######## design 1 ########
Fig. 1: design 1, wiring by layer
Drawn at 1.5 px/µm.
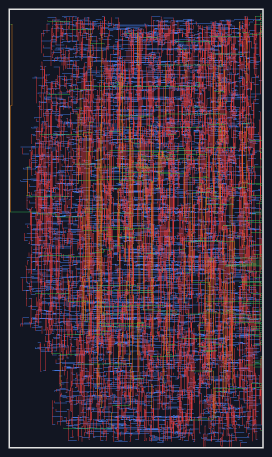

<file path="src/rtl/signal_field_sweeper.sv">
// signal_field_sweeper: streams a GRID_W x GRID_H signal field out of a
// synchronous RAM, one cell per cycle. Two line buffers and a 3x3 window
// produce each cell's neighbourhood. The next generation (own value halved,
// plus an eighth of each neighbour, plus the ant deposit) goes to a second RAM.
// Optional build macro: SIGNAL_SATURATE_EN clamps the result instead of wrapping it.
module signal_field_sweeper #(
  parameter int GRID_W               = 16,
  parameter int GRID_H               = 16,
  parameter int SIGNAL_bits          = 16,
  parameter int ANT_num              = 4,
  parameter int ANT_SIGNAL_SPEW_RATE = 16,
  parameter int ADDR_W               = $clog2(GRID_W * GRID_H)
) (
  input  logic                                     clk,
  input  logic                                     reset_n,
  input  logic                                     start,
  output logic                                     busy,
  output logic                                     done,
  output logic                                     rd_en,
  output logic [ADDR_W-1:0]                        rd_addr,
  input  logic [SIGNAL_bits-1:0]                   rd_data,
  output logic                                     wr_en,
  output logic [ADDR_W-1:0]                        wr_addr,
  output logic [SIGNAL_bits-1:0]                   wr_data,
  input  logic [ANT_num-1:0][$clog2(GRID_W)-1:0]   ant_x,
  input  logic [ANT_num-1:0][$clog2(GRID_H)-1:0]   ant_y,
  input  logic [ANT_num-1:0]                       ant_spew
);

  localparam int N      = GRID_W * GRID_H;
  localparam int XW     = $clog2(GRID_W);
  localparam int YW     = $clog2(GRID_H);
  localparam int TICK_W = $clog2(N + GRID_W + 8);
  localparam int CW     = $clog2(ANT_num + 1);

  // The saturating build keeps the full-width intermediate so that it can detect
  // overflow. The wrapping build keeps only the low bits, because carries above
  // bit SIGNAL_bits-1 never reach the wrapped result.
`ifdef SIGNAL_SATURATE_EN
  localparam int SUM_W = SIGNAL_bits + $clog2(ANT_num) + 8;
  localparam logic [SUM_W-1:0] SAT_LIMIT = {{(SUM_W - SIGNAL_bits){1'b0}}, {SIGNAL_bits{1'b1}}};
`else
  localparam int SUM_W = SIGNAL_bits;
`endif

  // Tick values that mark the sweep phases. tick counts from 0 in the first SWEEP cycle.
  localparam logic [TICK_W-1:0] LAST_READ  = TICK_W'(N - 1);
  localparam logic [TICK_W-1:0] CALC_FIRST = TICK_W'(GRID_W + 2);
  localparam logic [TICK_W-1:0] CALC_LAST  = TICK_W'(N + GRID_W + 1);
  localparam logic [TICK_W-1:0] DRAIN_LAST = TICK_W'(N + GRID_W + 2);
  localparam logic [XW-1:0]     X_LAST     = XW'(GRID_W - 1);
  localparam logic [YW-1:0]     Y_LAST     = YW'(GRID_H - 1);

  typedef enum logic [1:0] {
    IDLE,
    SWEEP,
    DRAIN,
    DONE
  } stateT;

  stateT                     state;
  stateT                     stateNext;
  logic                      accept;
  logic                      running;
  logic [TICK_W-1:0]         tick;
  logic                      rdValid;
  logic [SIGNAL_bits-1:0]    shiftIn;
  logic                      calcValid;

  logic [SIGNAL_bits-1:0]    lineA   [GRID_W];
  logic [SIGNAL_bits-1:0]    lineB   [GRID_W];
  logic [SIGNAL_bits-1:0]    winMid  [3];
  logic [SIGNAL_bits-1:0]    winLeft [3];

  logic [XW-1:0]             outX;
  logic [YW-1:0]             outY;
  logic [ADDR_W-1:0]         outAddr;

  logic [ANT_num-1:0][XW-1:0] antXq;
  logic [ANT_num-1:0][YW-1:0] antYq;
  logic [ANT_num-1:0]         antSpewq;

  logic                      hasL, hasR, hasU, hasD;
  logic [SIGNAL_bits-1:0]    cur;
  logic [SIGNAL_bits-1:0]    nbrVal [8];
  logic                      nbrOk  [8];
  logic [CW-1:0]             spewCnt;
  logic [SUM_W-1:0]          sum;
  logic [SIGNAL_bits-1:0]    newVal;

  // State register.
  always_ff @(posedge clk or negedge reset_n) begin
    if (!reset_n) state <= IDLE;
    else          state <= stateNext;
  end

  // Next-state logic and control strobes that follow directly from the state.
  always_comb begin
    stateNext = state;
    busy      = 1'b0;
    done      = 1'b0;
    rd_en     = 1'b0;
    accept    = 1'b0;
    running   = 1'b0;
    case (state)
      IDLE: begin
        if (start) begin
          stateNext = SWEEP;
          accept    = 1'b1;
        end
      end
      SWEEP: begin
        busy    = 1'b1;
        rd_en   = 1'b1;
        running = 1'b1;
        if (tick == LAST_READ) stateNext = DRAIN;
      end
      DRAIN: begin
        busy    = 1'b1;
        running = 1'b1;
        if (tick == DRAIN_LAST) stateNext = DONE;
      end
      DONE: begin
        busy      = 1'b1;
        done      = 1'b1;
        stateNext = IDLE;
      end
      default: stateNext = IDLE;
    endcase
  end

  assign rd_addr   = rd_en ? tick[ADDR_W-1:0] : '0;
  assign shiftIn   = rdValid ? rd_data : '0;
  assign calcValid = running && (tick >= CALC_FIRST) && (tick <= CALC_LAST);

  // Sweep cycle counter. It also serves as the read address during SWEEP.
  always_ff @(posedge clk or negedge reset_n) begin
    if (!reset_n)     tick <= '0;
    else if (running) tick <= tick + TICK_W'(1);
    else              tick <= '0;
  end

  // Marks the cycle in which the RAM returns data for the previous read.
  always_ff @(posedge clk or negedge reset_n) begin
    if (!reset_n) rdValid <= 1'b0;
    else          rdValid <= rd_en;
  end

  // Line buffers plus the left and middle window columns shift once per active
  // cycle. Stale samples from the previous row or sweep only fall in
  // out-of-grid positions, and those positions are masked by coordinate.
  always_ff @(posedge clk or negedge reset_n) begin
    if (!reset_n) begin
      for (int i = 0; i < GRID_W; i++) begin
        lineA[i] <= '0;
        lineB[i] <= '0;
      end
      for (int r = 0; r < 3; r++) begin
        winMid[r]  <= '0;
        winLeft[r] <= '0;
      end
    end else if (running) begin
      lineA[0] <= shiftIn;
      lineB[0] <= lineA[GRID_W-1];
      for (int i = 1; i < GRID_W; i++) begin
        lineA[i] <= lineA[i-1];
        lineB[i] <= lineB[i-1];
      end
      winMid[2] <= shiftIn;
      winMid[1] <= lineA[GRID_W-1];
      winMid[0] <= lineB[GRID_W-1];
      for (int r = 0; r < 3; r++) winLeft[r] <= winMid[r];
    end
  end

  // Raster position of the cell being computed. It advances once per computed cell.
  always_ff @(posedge clk or negedge reset_n) begin
    if (!reset_n) begin
      outX    <= '0;
      outY    <= '0;
      outAddr <= '0;
    end else if (accept) begin
      outX    <= '0;
      outY    <= '0;
      outAddr <= '0;
    end else if (calcValid) begin
      if (outX == X_LAST) begin
        outX <= '0;
        outY <= outY + YW'(1);
      end else begin
        outX <= outX + XW'(1);
      end
      outAddr <= outAddr + ADDR_W'(1);
    end
  end

  // Ant positions are captured once when a sweep is accepted and held for the whole sweep.
  always_ff @(posedge clk or negedge reset_n) begin
    if (!reset_n) begin
      antXq    <= '0;
      antYq    <= '0;
      antSpewq <= '0;
    end else if (accept) begin
      antXq    <= ant_x;
      antYq    <= ant_y;
      antSpewq <= ant_spew;
    end
  end

  // New value for the current cell. The right window column is taken live from
  // the buffer taps and the incoming read data, so the result is ready one cycle
  // before the write.
  always_comb begin
    hasL = (outX != '0);
    hasR = (outX != X_LAST);
    hasU = (outY != '0);
    hasD = (outY != Y_LAST);
    cur  = winMid[1];

    nbrVal[0] = winLeft[0];        nbrOk[0] = hasU && hasL;
    nbrVal[1] = winMid[0];         nbrOk[1] = hasU;
    nbrVal[2] = lineB[GRID_W-1];   nbrOk[2] = hasU && hasR;
    nbrVal[3] = winLeft[1];        nbrOk[3] = hasL;
    nbrVal[4] = lineA[GRID_W-1];   nbrOk[4] = hasR;
    nbrVal[5] = winLeft[2];        nbrOk[5] = hasD && hasL;
    nbrVal[6] = winMid[2];         nbrOk[6] = hasD;
    nbrVal[7] = shiftIn;           nbrOk[7] = hasD && hasR;

    sum = SUM_W'(cur >> 1);
    for (int d = 0; d < 8; d++) begin
      if (nbrOk[d]) sum = sum + SUM_W'(nbrVal[d] >> 3);
      else          sum = sum + SUM_W'(cur >> 3);
    end

    spewCnt = '0;
    for (int i = 0; i < ANT_num; i++) begin
      if (antSpewq[i] && (antXq[i] == outX) && (antYq[i] == outY)) spewCnt = spewCnt + CW'(1);
    end
    sum = sum + SUM_W'(spewCnt) * SUM_W'(ANT_SIGNAL_SPEW_RATE);

`ifdef SIGNAL_SATURATE_EN
    if (sum > SAT_LIMIT) newVal = '1;
    else                 newVal = sum[SIGNAL_bits-1:0];
`else
    newVal = sum;
`endif
  end

  // Registered write port to the next-field RAM.
  always_ff @(posedge clk or negedge reset_n) begin
    if (!reset_n) begin
      wr_en   <= 1'b0;
      wr_addr <= '0;
      wr_data <= '0;
    end else begin
      wr_en <= calcValid;
      if (calcValid) begin
        wr_addr <= outAddr;
        wr_data <= newVal;
      end
    end
  end

endmodule

</file>
<file path="config.mk">
export PLATFORM = sky130hd
export DESIGN_NAME = signal_field_sweeper
export DESIGN_NICKNAME = d
export VERILOG_FILES = /design/src/rtl/signal_field_sweeper.sv
export SDC_FILE = /design/constraint.sdc
export NUM_CORES = 1
export LEC_CHECK = 0
export CORE_ASPECT_RATIO = 1.75
export CORE_MARGIN = 2
export CORE_UTILIZATION = 60
export CTS_BUF_LIST = sky130_fd_sc_hd__clkbuf_8
export CTS_CLUSTER_DIAMETER = 100
export DETAILED_ROUTE_END_ITERATION = 10
export GPL_TIMING_DRIVEN = 0
export HOLD_SLACK_MARGIN = 0.03
export PLACE_DENSITY = 0.78
export SLEW_MARGIN = 20
export SYNTH_ARGS = -nofsm -noshare
export SYNTH_HDL_FRONTEND = slang
export SYNTH_SLANG_ARGS = --single-unit
</file>
<file path="constraint.sdc">
create_clock -name clk -period 11.4 [get_ports clk]
set_input_delay 2.28 -clock clk [delete_from_list [all_inputs] [get_ports clk]]
set_output_delay 2.28 -clock clk [all_outputs]
set_load 0.005 [all_outputs]
</file>
######## design 2 ########
### src/rtl/seg7_scan_ctrl.sv
// rtl/seg7_scan_ctrl.sv - time-multiplexed 7-segment scan controller with blanking guard,
// frame-synchronous shadow update and leading-zero suppression.
module seg7_scan_ctrl #(
    parameter int NUM_DIGITS   = 4,
    parameter int PRESCALE     = 1000,
    parameter int BLANK_CYCLES = 2
) (
    input  logic                    clk,
    input  logic                    reset_n,
    input  logic                    en,
    input  logic                    load,
    input  logic [4*NUM_DIGITS-1:0] bcd_in,
    input  logic [NUM_DIGITS-1:0]   dp_in,
    input  logic                    lz_blank,
    output logic [3:0]              bcd_out,
    output logic [NUM_DIGITS-1:0]   digit_sel,
    output logic                    dp_out,
    output logic                    frame_done
);

    localparam int CNT_W = (PRESCALE > 1) ? $clog2(PRESCALE) : 1;
    localparam int IDX_W = (NUM_DIGITS > 1) ? $clog2(NUM_DIGITS) : 1;
    localparam logic [CNT_W-1:0] SLOT_LAST  = CNT_W'(PRESCALE - 1);
    localparam logic [CNT_W-1:0] BLANK_LAST = CNT_W'(BLANK_CYCLES - 1);
    localparam logic [IDX_W-1:0] IDX_LAST   = IDX_W'(NUM_DIGITS - 1);

    typedef enum logic [1:0] {
        S_IDLE  = 2'd0,
        S_BLANK = 2'd1,
        S_DRIVE = 2'd2
    } state_t;

    state_t                  r_state;
    state_t                  w_state_nxt;
    logic [CNT_W-1:0]        r_slot;
    logic [CNT_W-1:0]        w_slot_nxt;
    logic [IDX_W-1:0]        r_idx;
    logic [IDX_W-1:0]        w_idx_nxt;

    logic [4*NUM_DIGITS-1:0] r_shadow_bcd;
    logic [NUM_DIGITS-1:0]   r_shadow_dp;
    logic [4*NUM_DIGITS-1:0] r_active_bcd;
    logic [NUM_DIGITS-1:0]   r_active_dp;
    logic                    r_pending;

    logic [3:0]              r_bcd_out;
    logic [NUM_DIGITS-1:0]   r_digit_sel;
    logic                    r_dp_out;
    logic                    r_frame_done;

    logic [NUM_DIGITS-1:0]   w_lz_mask;
    logic [3:0]              w_nib;
    logic [3:0]              w_bcd_nxt;
    logic [NUM_DIGITS-1:0]   w_sel_nxt;
    logic                    w_dp_nxt;
    logic                    w_fd_nxt;

    assign bcd_out    = r_bcd_out;
    assign digit_sel  = r_digit_sel;
    assign dp_out     = r_dp_out;
    assign frame_done = r_frame_done;

    // Digit i (i>0) is a leading zero when it and every higher digit are zero.
    always_comb begin : lz_scan
        logic v_run;
        v_run     = 1'b1;
        w_lz_mask = '0;
        for (int i = NUM_DIGITS - 1; i >= 1; i--) begin
            v_run        = v_run & (r_active_bcd[4*i +: 4] == 4'h0);
            w_lz_mask[i] = v_run;
        end
    end

    always_ff @(posedge clk or negedge reset_n) begin
        if (!reset_n) begin
            r_state      <= S_IDLE;
            r_slot       <= '0;
            r_idx        <= '0;
            r_bcd_out    <= 4'hF;
            r_digit_sel  <= '0;
            r_dp_out     <= 1'b0;
            r_frame_done <= 1'b0;
        end else begin
            r_state      <= w_state_nxt;
            r_slot       <= w_slot_nxt;
            r_idx        <= w_idx_nxt;
            r_bcd_out    <= w_bcd_nxt;
            r_digit_sel  <= w_sel_nxt;
            r_dp_out     <= w_dp_nxt;
            r_frame_done <= w_fd_nxt;
        end
    end

    // Outputs are computed from the next state so they line up with the registered state.
    always_comb begin
        w_state_nxt = r_state;
        w_slot_nxt  = r_slot;
        w_idx_nxt   = r_idx;
        w_sel_nxt   = '0;
        w_bcd_nxt   = 4'hF;
        w_dp_nxt    = 1'b0;
        w_fd_nxt    = 1'b0;
        w_nib       = 4'hF;

        if (!en) begin
            w_state_nxt = S_IDLE;
            w_slot_nxt  = '0;
            w_idx_nxt   = '0;
        end else begin
            case (r_state)
                S_IDLE: begin
                    w_state_nxt = S_BLANK;
                    w_slot_nxt  = '0;
                    w_idx_nxt   = '0;
                end
                default: begin
                    if (r_slot == SLOT_LAST) begin
                        w_state_nxt = S_BLANK;
                        w_slot_nxt  = '0;
                        w_idx_nxt   = (r_idx == IDX_LAST) ? '0 : r_idx + 1'b1;
                    end else begin
                        w_slot_nxt  = r_slot + 1'b1;
                        w_state_nxt = (r_slot < BLANK_LAST) ? S_BLANK : S_DRIVE;
                    end
                end
            endcase
        end

        if (w_state_nxt == S_DRIVE) begin
            w_nib                = r_active_bcd[4*w_idx_nxt +: 4];
            w_sel_nxt[w_idx_nxt] = 1'b1;
            w_bcd_nxt            = (lz_blank && w_lz_mask[w_idx_nxt]) ? 4'hF : w_nib;
            w_dp_nxt             = r_active_dp[w_idx_nxt];
            w_fd_nxt             = (w_slot_nxt == SLOT_LAST) && (w_idx_nxt == IDX_LAST);
        end
    end

    // Active only changes at a frame boundary so a frame never shows a mix of two values.
    always_ff @(posedge clk or negedge reset_n) begin
        if (!reset_n) begin
            r_shadow_bcd <= '0;
            r_shadow_dp  <= '0;
            r_active_bcd <= '0;
            r_active_dp  <= '0;
            r_pending    <= 1'b0;
        end else begin
            if (load) begin
                r_shadow_bcd <= bcd_in;
                r_shadow_dp  <= dp_in;
            end
            if (load && (r_state == S_IDLE)) begin
                r_active_bcd <= bcd_in;
                r_active_dp  <= dp_in;
                r_pending    <= 1'b0;
            end else begin
                if (r_frame_done && r_pending) begin
                    r_active_bcd <= r_shadow_bcd;
                    r_active_dp  <= r_shadow_dp;
                end
                if (load) begin
                    r_pending <= 1'b1;
                end else if (r_frame_done) begin
                    r_pending <= 1'b0;
                end
            end
        end
    end

endmodule

### config.mk
export PLATFORM = sky130hd
export DESIGN_NAME = seg7_scan_ctrl
export DESIGN_NICKNAME = d
export VERILOG_FILES = /design/src/rtl/seg7_scan_ctrl.sv
export SDC_FILE = /design/constraint.sdc
export NUM_CORES = 1
export LEC_CHECK = 0
export CORE_ASPECT_RATIO = 1.5
export CORE_MARGIN = 3
export CORE_UTILIZATION = 35
export DETAILED_ROUTE_END_ITERATION = 12
export GPL_ROUTABILITY_DRIVEN = 0
export GPL_TIMING_DRIVEN = 0
export PLACE_DENSITY = 0.61
export SLEW_MARGIN = 20
export SYNTH_ARGS = -nofsm -noshare
export SYNTH_HDL_FRONTEND = slang
export SYNTH_SLANG_ARGS = --single-unit
### constraint.sdc
create_clock -name clk -period 4.7 [get_ports clk]
set_clock_uncertainty 0.1 [all_clocks]
set_input_delay 0.705 -clock clk [delete_from_list [all_inputs] [get_ports clk]]
set_output_delay 0.705 -clock clk [all_outputs]
set_load 0.05 [all_outputs]
Fig. 2: design 1, register map, names as in the netlist
Drawn at 1 px/µm.
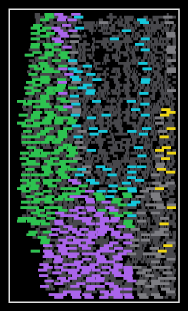
legend:
  antYq:
    color: yellow
    flops: 16
    where: middle right
  lineA:
    color: green
    flops: 210
  lineB:
    color: purple
    flops: 182
  nbrVal:
    color: cyan
    flops: 69
not colored: 88

About Fig. 1:
legend:
  met4:
    color: orange
    wire_length: 4810 µm
  met2:
    color: red
    wire_length: 35.9 mm
  met3:
    color: green
    wire_length: 2400 µm
  met1:
    color: blue
    wire_length: 24.0 mm
DR vias: 18391
Routed WL per cell: 21.5 µm
Total GRT Usage: 27.9%
final WL: 67100 µm

==> reports/metrics.cfg, design 1 <==
[outcome]
status = finished, final reports clean

[global_route]
grt-ovfl-total = 0
grt_pass1_vias = 20033

[yosys]
top_cell = mux2_2
ys_top_cells_by_count = mux2_2 (582), dfrtp_1 (565), ha_1 (131), nand2_1 (131), clkbuf_1 (93)
synth-area-yosys_um2 = 28300
yosys.area_share.aoi_pct = 6.30

[critical_path]
slowest_delay_ns = 0.45
crit_end = wr_data[15]
worstSetupPathType = reg2reg
reg2reg_to = wr_data[15]
crit_slowest_cell = nor3b_4
r2r-start = outX[0]

[routing]
drtIter0Drc = 802
via_per_inst = 5.89
met1_length_um = 24000

[place]
port_buffers = 89

[final_timing]
maxSlewHeadroom_pct = 33.0

[clocking]
cts_buffers = 80

[cells_and_area]
buf_share_pct = 4.61

-- design 1: critical path: cells and delay by family (launching register included) --
kind / cells / cell delay (ns)
DFF: 1 / 0.38
and+or+nand+nor: 15 / 2.15
AOI/OAI and AO/OA: 14 / 2.92
muxes: 1 / 0.21
adders and majority gates: 10 / 3.17
buffers and inverters: 4 / 0.59
xor gates and xnor gates: 7 / 1.16
-- design 1: kinds of logic (layout without fill, tap and decap cells) --
family	after synthesis	count (layout)
mux	593	593
simple gates	380	380
fa+ha+maj	140	140
flops	565	565
buf+inv	177	412
other cells	0	1
xor+xnor	157	157
compound gates	284	284
Fig. 3: design 2, selected gate families
Drawn at 3 px/µm.
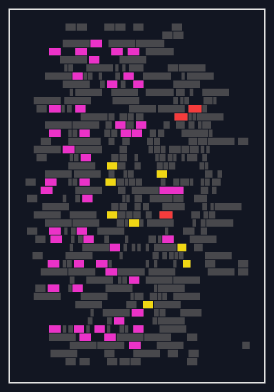
legend:
  adder and majority cells:
    color: red
    cells: 3
  AND-OR and OR-AND gates:
    color: yellow
    cells: 8
    where: center
  multiplexers:
    color: magenta
    cells: 47
most numerous logic cell after layout: dfrtp_1
Final Non-Filler Cells: 455

==> reports/metrics.cfg, design 2 <==
[final_timing]
tightest_slew_ns = 0.753
maxSlewHeadroom_pct = 49.8
fin_crit_ns = 2.69
whs_ns = 0.165

[routing]
vias = 2374
drtIter0Drc = 154
met1_length_um = 3000
via_per_inst = 5.22
first_pass_iters = 4
wl_per_cell_um = 15.6

[floorplan]
fp_util_pct = 36.4
die_w_um = 84.7
rows = 42
die_y_um = 124

[place]
place_ws_ns = 1.73
place_area_um2 = 3750
dp_hpwl_um = 5290

[min_path]
hp-class = in2async

[outcome]
status = finished, final reports clean

[yosys]
top_cell = dfrtp_1
ys_sh_xor_pct = 1.62
ys_warn_count = 0

[global_route]
use_met2_pct = 25.6
antenna_found_initial = 0

[cells_and_area]
utilization_pct = 45.2

[clocking]
cts_tree = yes

[design 2: layout make-up]
type,count,area [µm²],share of cell area [%]
timing repair buffer,35,358,8.87
clock inverter,3,40.0,0.992
clock buffer,13,250,6.20
tap,110,138,3.41
sequential,65,1630,40.4
buffer,15,81.3,2.01
inverter,5,18.8,0.465
multi-input combinational,209,1520,37.6
[design 2: flip-flops by register name (all words and copies together) (netlist names)]
register / cells
r_active_bcd: 16
r_shadow_bcd: 16
r_slot: 10
bcd_out: 4
digit_sel: 4
r_active_dp: 4
r_shadow_dp: 4
r_idx: 2
r_state: 2
dp_out: 1
frame_done: 1
r_pending: 1

######## design 3 ########
--- config.mk ---
export PLATFORM = sky130hd
export DESIGN_NAME = exception_unit
export DESIGN_NICKNAME = d
export VERILOG_FILES = /design/src/rtl/exception_unit.sv
export SDC_FILE = /design/constraint.sdc
export NUM_CORES = 1
export LEC_CHECK = 0
export CORE_ASPECT_RATIO = 1.4
export CORE_MARGIN = 1.5
export CORE_UTILIZATION = 28
export CTS_CLUSTER_DIAMETER = 80
export CTS_CLUSTER_SIZE = 16
export DETAILED_ROUTE_END_ITERATION = 12
export GPL_TIMING_DRIVEN = 1
export PLACE_DENSITY_LB_ADDON = 0.15
export SYNTH_ARGS = -nofsm -noshare
export SYNTH_HDL_FRONTEND = slang
export SYNTH_SLANG_ARGS = --single-unit
--- constraint.sdc ---
create_clock -name clk -period 5.65 [get_ports clk]
set_input_delay 0.8475 -clock clk [delete_from_list [all_inputs] [get_ports clk]]
set_output_delay 0.8475 -clock clk [all_outputs]
set_load 0.05 [all_outputs]
--- src/rtl/exception_unit.sv ---
// exception_unit: machine-mode trap and CSR block in the MEM stage.
// It holds mstatus (MIE/MPIE), mtvec, mepc, mcause and mtval. It handles
// CSR read/modify/write and MRET, and runs a two-cycle trap entry:
//   IDLE  : trap detected, pipeline flushed, mepc and mstatus updated
//   CAUSE : mcause/mtval committed, fetch redirected to mtvec
// Ports:
//   clk, rst_n              clock, asynchronous active-low reset
//   exp_vector, mret        decoded {illegal, ecall} and MRET for the MEM instruction
//   l/s_access_fault        memory faults; interrupt is the level machine external IRQ
//   epc_cur, epc_next       trapping PC / interrupt return PC
//   fault_addr, inst_mem    trap value sources
//   csr_*                   CSR access controls and write sources
//   csr_r_data_out          old CSR value for rd
//   PC_redirect, redirect_mux, reg_*_flush, RegWrite_cancel  pipeline control
module exception_unit #(
  parameter int              XLEN      = 32,
  parameter logic [XLEN-1:0] MTVEC_RST = '0
) (
  input  logic            clk,
  input  logic            rst_n,
  input  logic [1:0]      exp_vector,
  input  logic            mret,
  input  logic            l_access_fault,
  input  logic            s_access_fault,
  input  logic            interrupt,
  input  logic [XLEN-1:0] epc_cur,
  input  logic [XLEN-1:0] epc_next,
  input  logic [XLEN-1:0] fault_addr,
  input  logic [XLEN-1:0] inst_mem,
  input  logic            csr_rw,
  input  logic [11:0]     csr_rw_addr,
  input  logic [1:0]      csr_wsc_mode,
  input  logic            csr_w_imm_mux,
  input  logic [XLEN-1:0] csr_w_data_reg,
  input  logic [4:0]      csr_w_data_imm,
  output logic [XLEN-1:0] csr_r_data_out,
  output logic [XLEN-1:0] PC_redirect,
  output logic            redirect_mux,
  output logic            reg_FD_flush,
  output logic            reg_DE_flush,
  output logic            reg_EM_flush,
  output logic            reg_MW_flush,
  output logic            RegWrite_cancel
);

  localparam logic [11:0] ADDR_MSTATUS = 12'h300;
  localparam logic [11:0] ADDR_MTVEC   = 12'h305;
  localparam logic [11:0] ADDR_MEPC    = 12'h341;
  localparam logic [11:0] ADDR_MCAUSE  = 12'h342;
  localparam logic [11:0] ADDR_MTVAL   = 12'h343;

  typedef enum logic {IDLE, CAUSE} state_t;

  state_t          state_q, state_d;
  logic            mie_q, mie_d, mpie_q, mpie_d;
  logic [XLEN-1:0] mtvec_q, mtvec_d, mepc_q, mepc_d;
  logic [XLEN-1:0] mcause_q, mcause_d, mtval_q, mtval_d;
  logic [XLEN-1:0] cause_q, cause_d, tval_q, tval_d;

  logic            is_idle, irq, trap, is_irq;
  logic [XLEN-1:0] trap_cause, trap_tval;
  logic [XLEN-1:0] csr_old, csr_src, csr_new;

  always_comb begin
    state_d  = state_q;
    mie_d    = mie_q;
    mpie_d   = mpie_q;
    mtvec_d  = mtvec_q;
    mepc_d   = mepc_q;
    mcause_d = mcause_q;
    mtval_d  = mtval_q;
    cause_d  = cause_q;
    tval_d   = tval_q;

    csr_r_data_out  = '0;
    PC_redirect     = '0;
    redirect_mux    = 1'b0;
    reg_FD_flush    = 1'b0;
    reg_DE_flush    = 1'b0;
    reg_EM_flush    = 1'b0;
    reg_MW_flush    = 1'b0;
    RegWrite_cancel = 1'b0;

    is_idle = (state_q == IDLE);
    irq     = interrupt & mie_q;
    trap    = is_idle & (exp_vector[1] | exp_vector[0] | l_access_fault |
                         s_access_fault | irq);

    // Priority order: illegal, ecall, load fault, store fault, interrupt.
    is_irq     = 1'b0;
    trap_cause = '0;
    trap_tval  = '0;
    if (exp_vector[1]) begin
      trap_cause = XLEN'(2);
      trap_tval  = inst_mem;
    end else if (exp_vector[0]) begin
      trap_cause = XLEN'(11);
    end else if (l_access_fault) begin
      trap_cause = XLEN'(5);
      trap_tval  = fault_addr;
    end else if (s_access_fault) begin
      trap_cause = XLEN'(7);
      trap_tval  = fault_addr;
    end else if (irq) begin
      is_irq     = 1'b1;
      trap_cause = {1'b1, {(XLEN-5){1'b0}}, 4'hB};
    end

    unique case (csr_rw_addr)
      ADDR_MSTATUS: csr_old = {{(XLEN-8){1'b0}}, mpie_q, 3'b000, mie_q, 3'b000};
      ADDR_MTVEC:   csr_old = mtvec_q;
      ADDR_MEPC:    csr_old = mepc_q;
      ADDR_MCAUSE:  csr_old = mcause_q;
      ADDR_MTVAL:   csr_old = mtval_q;
      default:      csr_old = '0;
    endcase

    csr_src = csr_w_imm_mux ? {{(XLEN-5){1'b0}}, csr_w_data_imm} : csr_w_data_reg;
    unique case (csr_wsc_mode)
      2'b01:   csr_new = csr_src;
      2'b10:   csr_new = csr_old | csr_src;
      2'b11:   csr_new = csr_old & ~csr_src;
      default: csr_new = csr_old;
    endcase

    if (trap) begin
      reg_FD_flush    = 1'b1;
      reg_DE_flush    = 1'b1;
      reg_EM_flush    = 1'b1;
      reg_MW_flush    = 1'b1;
      RegWrite_cancel = 1'b1;
      mepc_d  = is_irq ? epc_next : epc_cur;
      mpie_d  = mie_q;
      mie_d   = 1'b0;
      cause_d = trap_cause;
      tval_d  = trap_tval;
      state_d = CAUSE;
    end else if (is_idle) begin
      if (csr_rw) begin
        csr_r_data_out = csr_old;
        if (csr_wsc_mode != 2'b00) begin
          unique case (csr_rw_addr)
            ADDR_MSTATUS: begin
              mie_d  = csr_new[3];
              mpie_d = csr_new[7];
            end
            ADDR_MTVEC:  mtvec_d  = {csr_new[XLEN-1:2], 2'b00};
            ADDR_MEPC:   mepc_d   = csr_new;
            ADDR_MCAUSE: mcause_d = csr_new;
            ADDR_MTVAL:  mtval_d  = csr_new;
            default: ;
          endcase
        end
      end
      // MRET's mstatus update takes effect over a same-cycle mstatus write.
      if (mret) begin
        redirect_mux = 1'b1;
        PC_redirect  = mepc_q;
        reg_FD_flush = 1'b1;
        reg_DE_flush = 1'b1;
        mie_d        = mpie_q;
        mpie_d       = 1'b1;
      end
    end else begin
      // CAUSE: commit the latched cause/tval and jump to the handler.
      mcause_d     = cause_q;
      mtval_d      = tval_q;
      redirect_mux = 1'b1;
      PC_redirect  = mtvec_q;
      reg_FD_flush = 1'b1;
      state_d      = IDLE;
    end
  end

  always_ff @(posedge clk or negedge rst_n) begin
    if (!rst_n) begin
      state_q  <= IDLE;
      mie_q    <= 1'b0;
      mpie_q   <= 1'b0;
      mtvec_q  <= {MTVEC_RST[XLEN-1:2], 2'b00};
      mepc_q   <= '0;
      mcause_q <= '0;
      mtval_q  <= '0;
      cause_q  <= '0;
      tval_q   <= '0;
    end else begin
      state_q  <= state_d;
      mie_q    <= mie_d;
      mpie_q   <= mpie_d;
      mtvec_q  <= mtvec_d;
      mepc_q   <= mepc_d;
      mcause_q <= mcause_d;
      mtval_q  <= mtval_d;
      cause_q  <= cause_d;
      tval_q   <= tval_d;
    end
  end

endmodule

Fig. 4: design 3, selected gate families
Drawn at 1.5 px/µm.
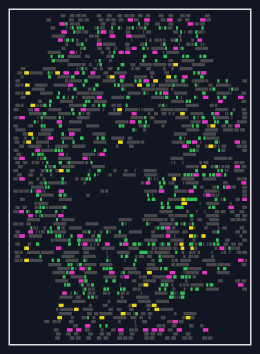
legend:
  inverting AOI/OAI gates:
    color: green
    cells: 331
    where: spread over the die
  multiplexers:
    color: magenta
    cells: 99
    where: spread over the die
  AND-OR and OR-AND gates:
    color: yellow
    cells: 41
    where: spread over the die
Final Non-Filler Cells: 1722
most numerous logic cell after layout: clkdlybuf4s50_1
Comb/total area: 37.7%

==> reports/metrics.cfg <==
[outcome]
status = finished, final reports clean

[clocking]
cts_tree = yes
clockBufferDepth = 2
cts_buffers = 17
clk_latency_ns = 0.44

[routing]
via_per_inst = 5.43
wl_met2_um = 21700

[global_route]
grt_pass1_wl_um = 62400
antenna_found_initial = 5

[yosys]
top_cell_area_share_pct = 43.0
fp_nets = 1226
ys_async_sr_fraction_pct = 100
syn_area_per_cell_um2 = 9.31
ys_warn_count = 0
ys_sh_xor_pct = 2.72
area_leaders = dfrtp_1 (43%), mux2_2 (7.6%), a22oi_1 (5.4%), o21ai_0 (5.0%), a21oi_1 (4.4%)

[critical_path]
cp_cell_sequence = clkdlybuf4s50_1 > or4_1 > nor3_4 > nand4_4 > buf_4 > a21oi_1 > clkdlybuf4s50_1

[min_path]
hp-class = in2async

[pwr]
finalPower_mw = 4.16
leakagePower_nw = 5.28

[floorplan]
die_y_um = 223
fp_util_pct = 28.4
dieArea_um2 = 35600

[place]
gp_congestion = 0.799

[cells_and_area]
lay_top_cells = clkdlybuf4s50_1 (239), dfrtp_1 (166), o21ai_0 (97)

Fig. 5: design 3, register map, names as in the netlist
Drawn at 1 px/µm.
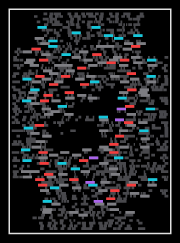
legend:
  mtval_q:
    color: red
    flops: 32
  cause_q:
    color: purple
    flops: 5
  mtvec_q:
    color: cyan
    flops: 30
    where: spread over the die
not colored: 99
seq pwr: 1.63 mW
register area: 4150 µm²
Seq area share: 30.9%
post-layout util: 39.5%

[critical path: cells and delay by family]
family	cells	cell delay (ns)
and+or+nand+nor	3	1.60
AOI/OAI and AO/OA	1	0.17
buffers and inverters	3	1.64
[area by class of cell]
type                       instances  area [µm²]
timing repair buffer             288        2910
clock buffer                      17         425
multi-input combinational        745        5070
fill                            3482       20600
inverter                          36         136
sequential                       166        4150
clock inverter                    15         166
tap                              451         564
antenna                            4        10.0
[report_power, final]
| part | switching [mW] | internal [mW] |
|---|---|---|
| logic | 0.777 | 0.550 |
| clock network | 0.546 | 0.662 |
| registers | 0.185 | 1.44 |


==> gallery <==
Clock wiring as the flow saved it.
image #1
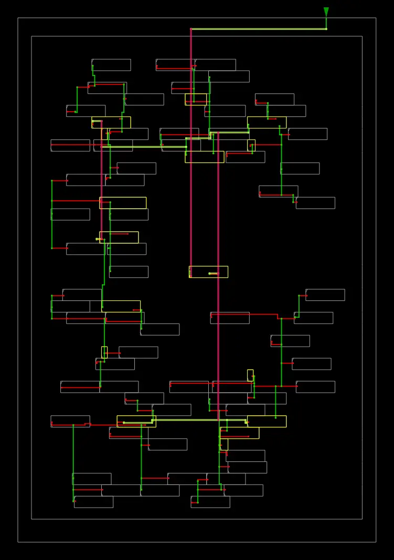
image #2
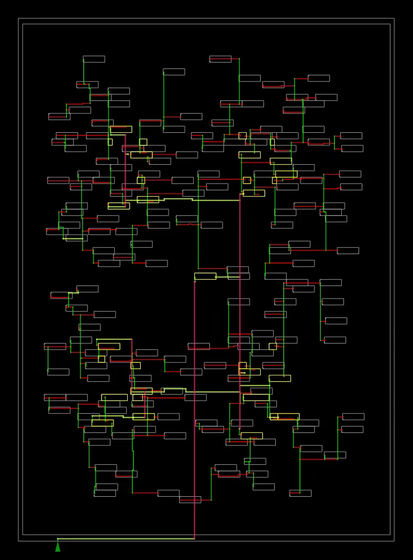
image #3
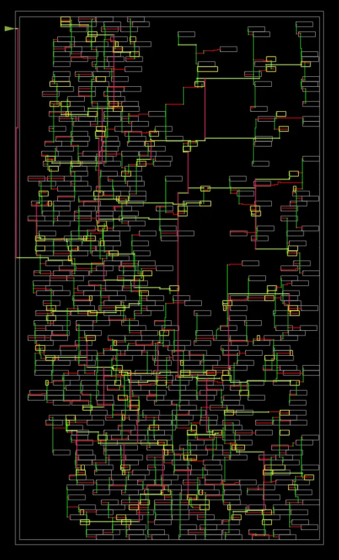
Design 3 is image #2.
Design 1 is image #3.
Design 2 is image #1.
Of these, most sequential cells: image #3
Of these, fewest sequential cells: image #1

Power figures rest on the tool's default switching activity, not on a simulated workload.
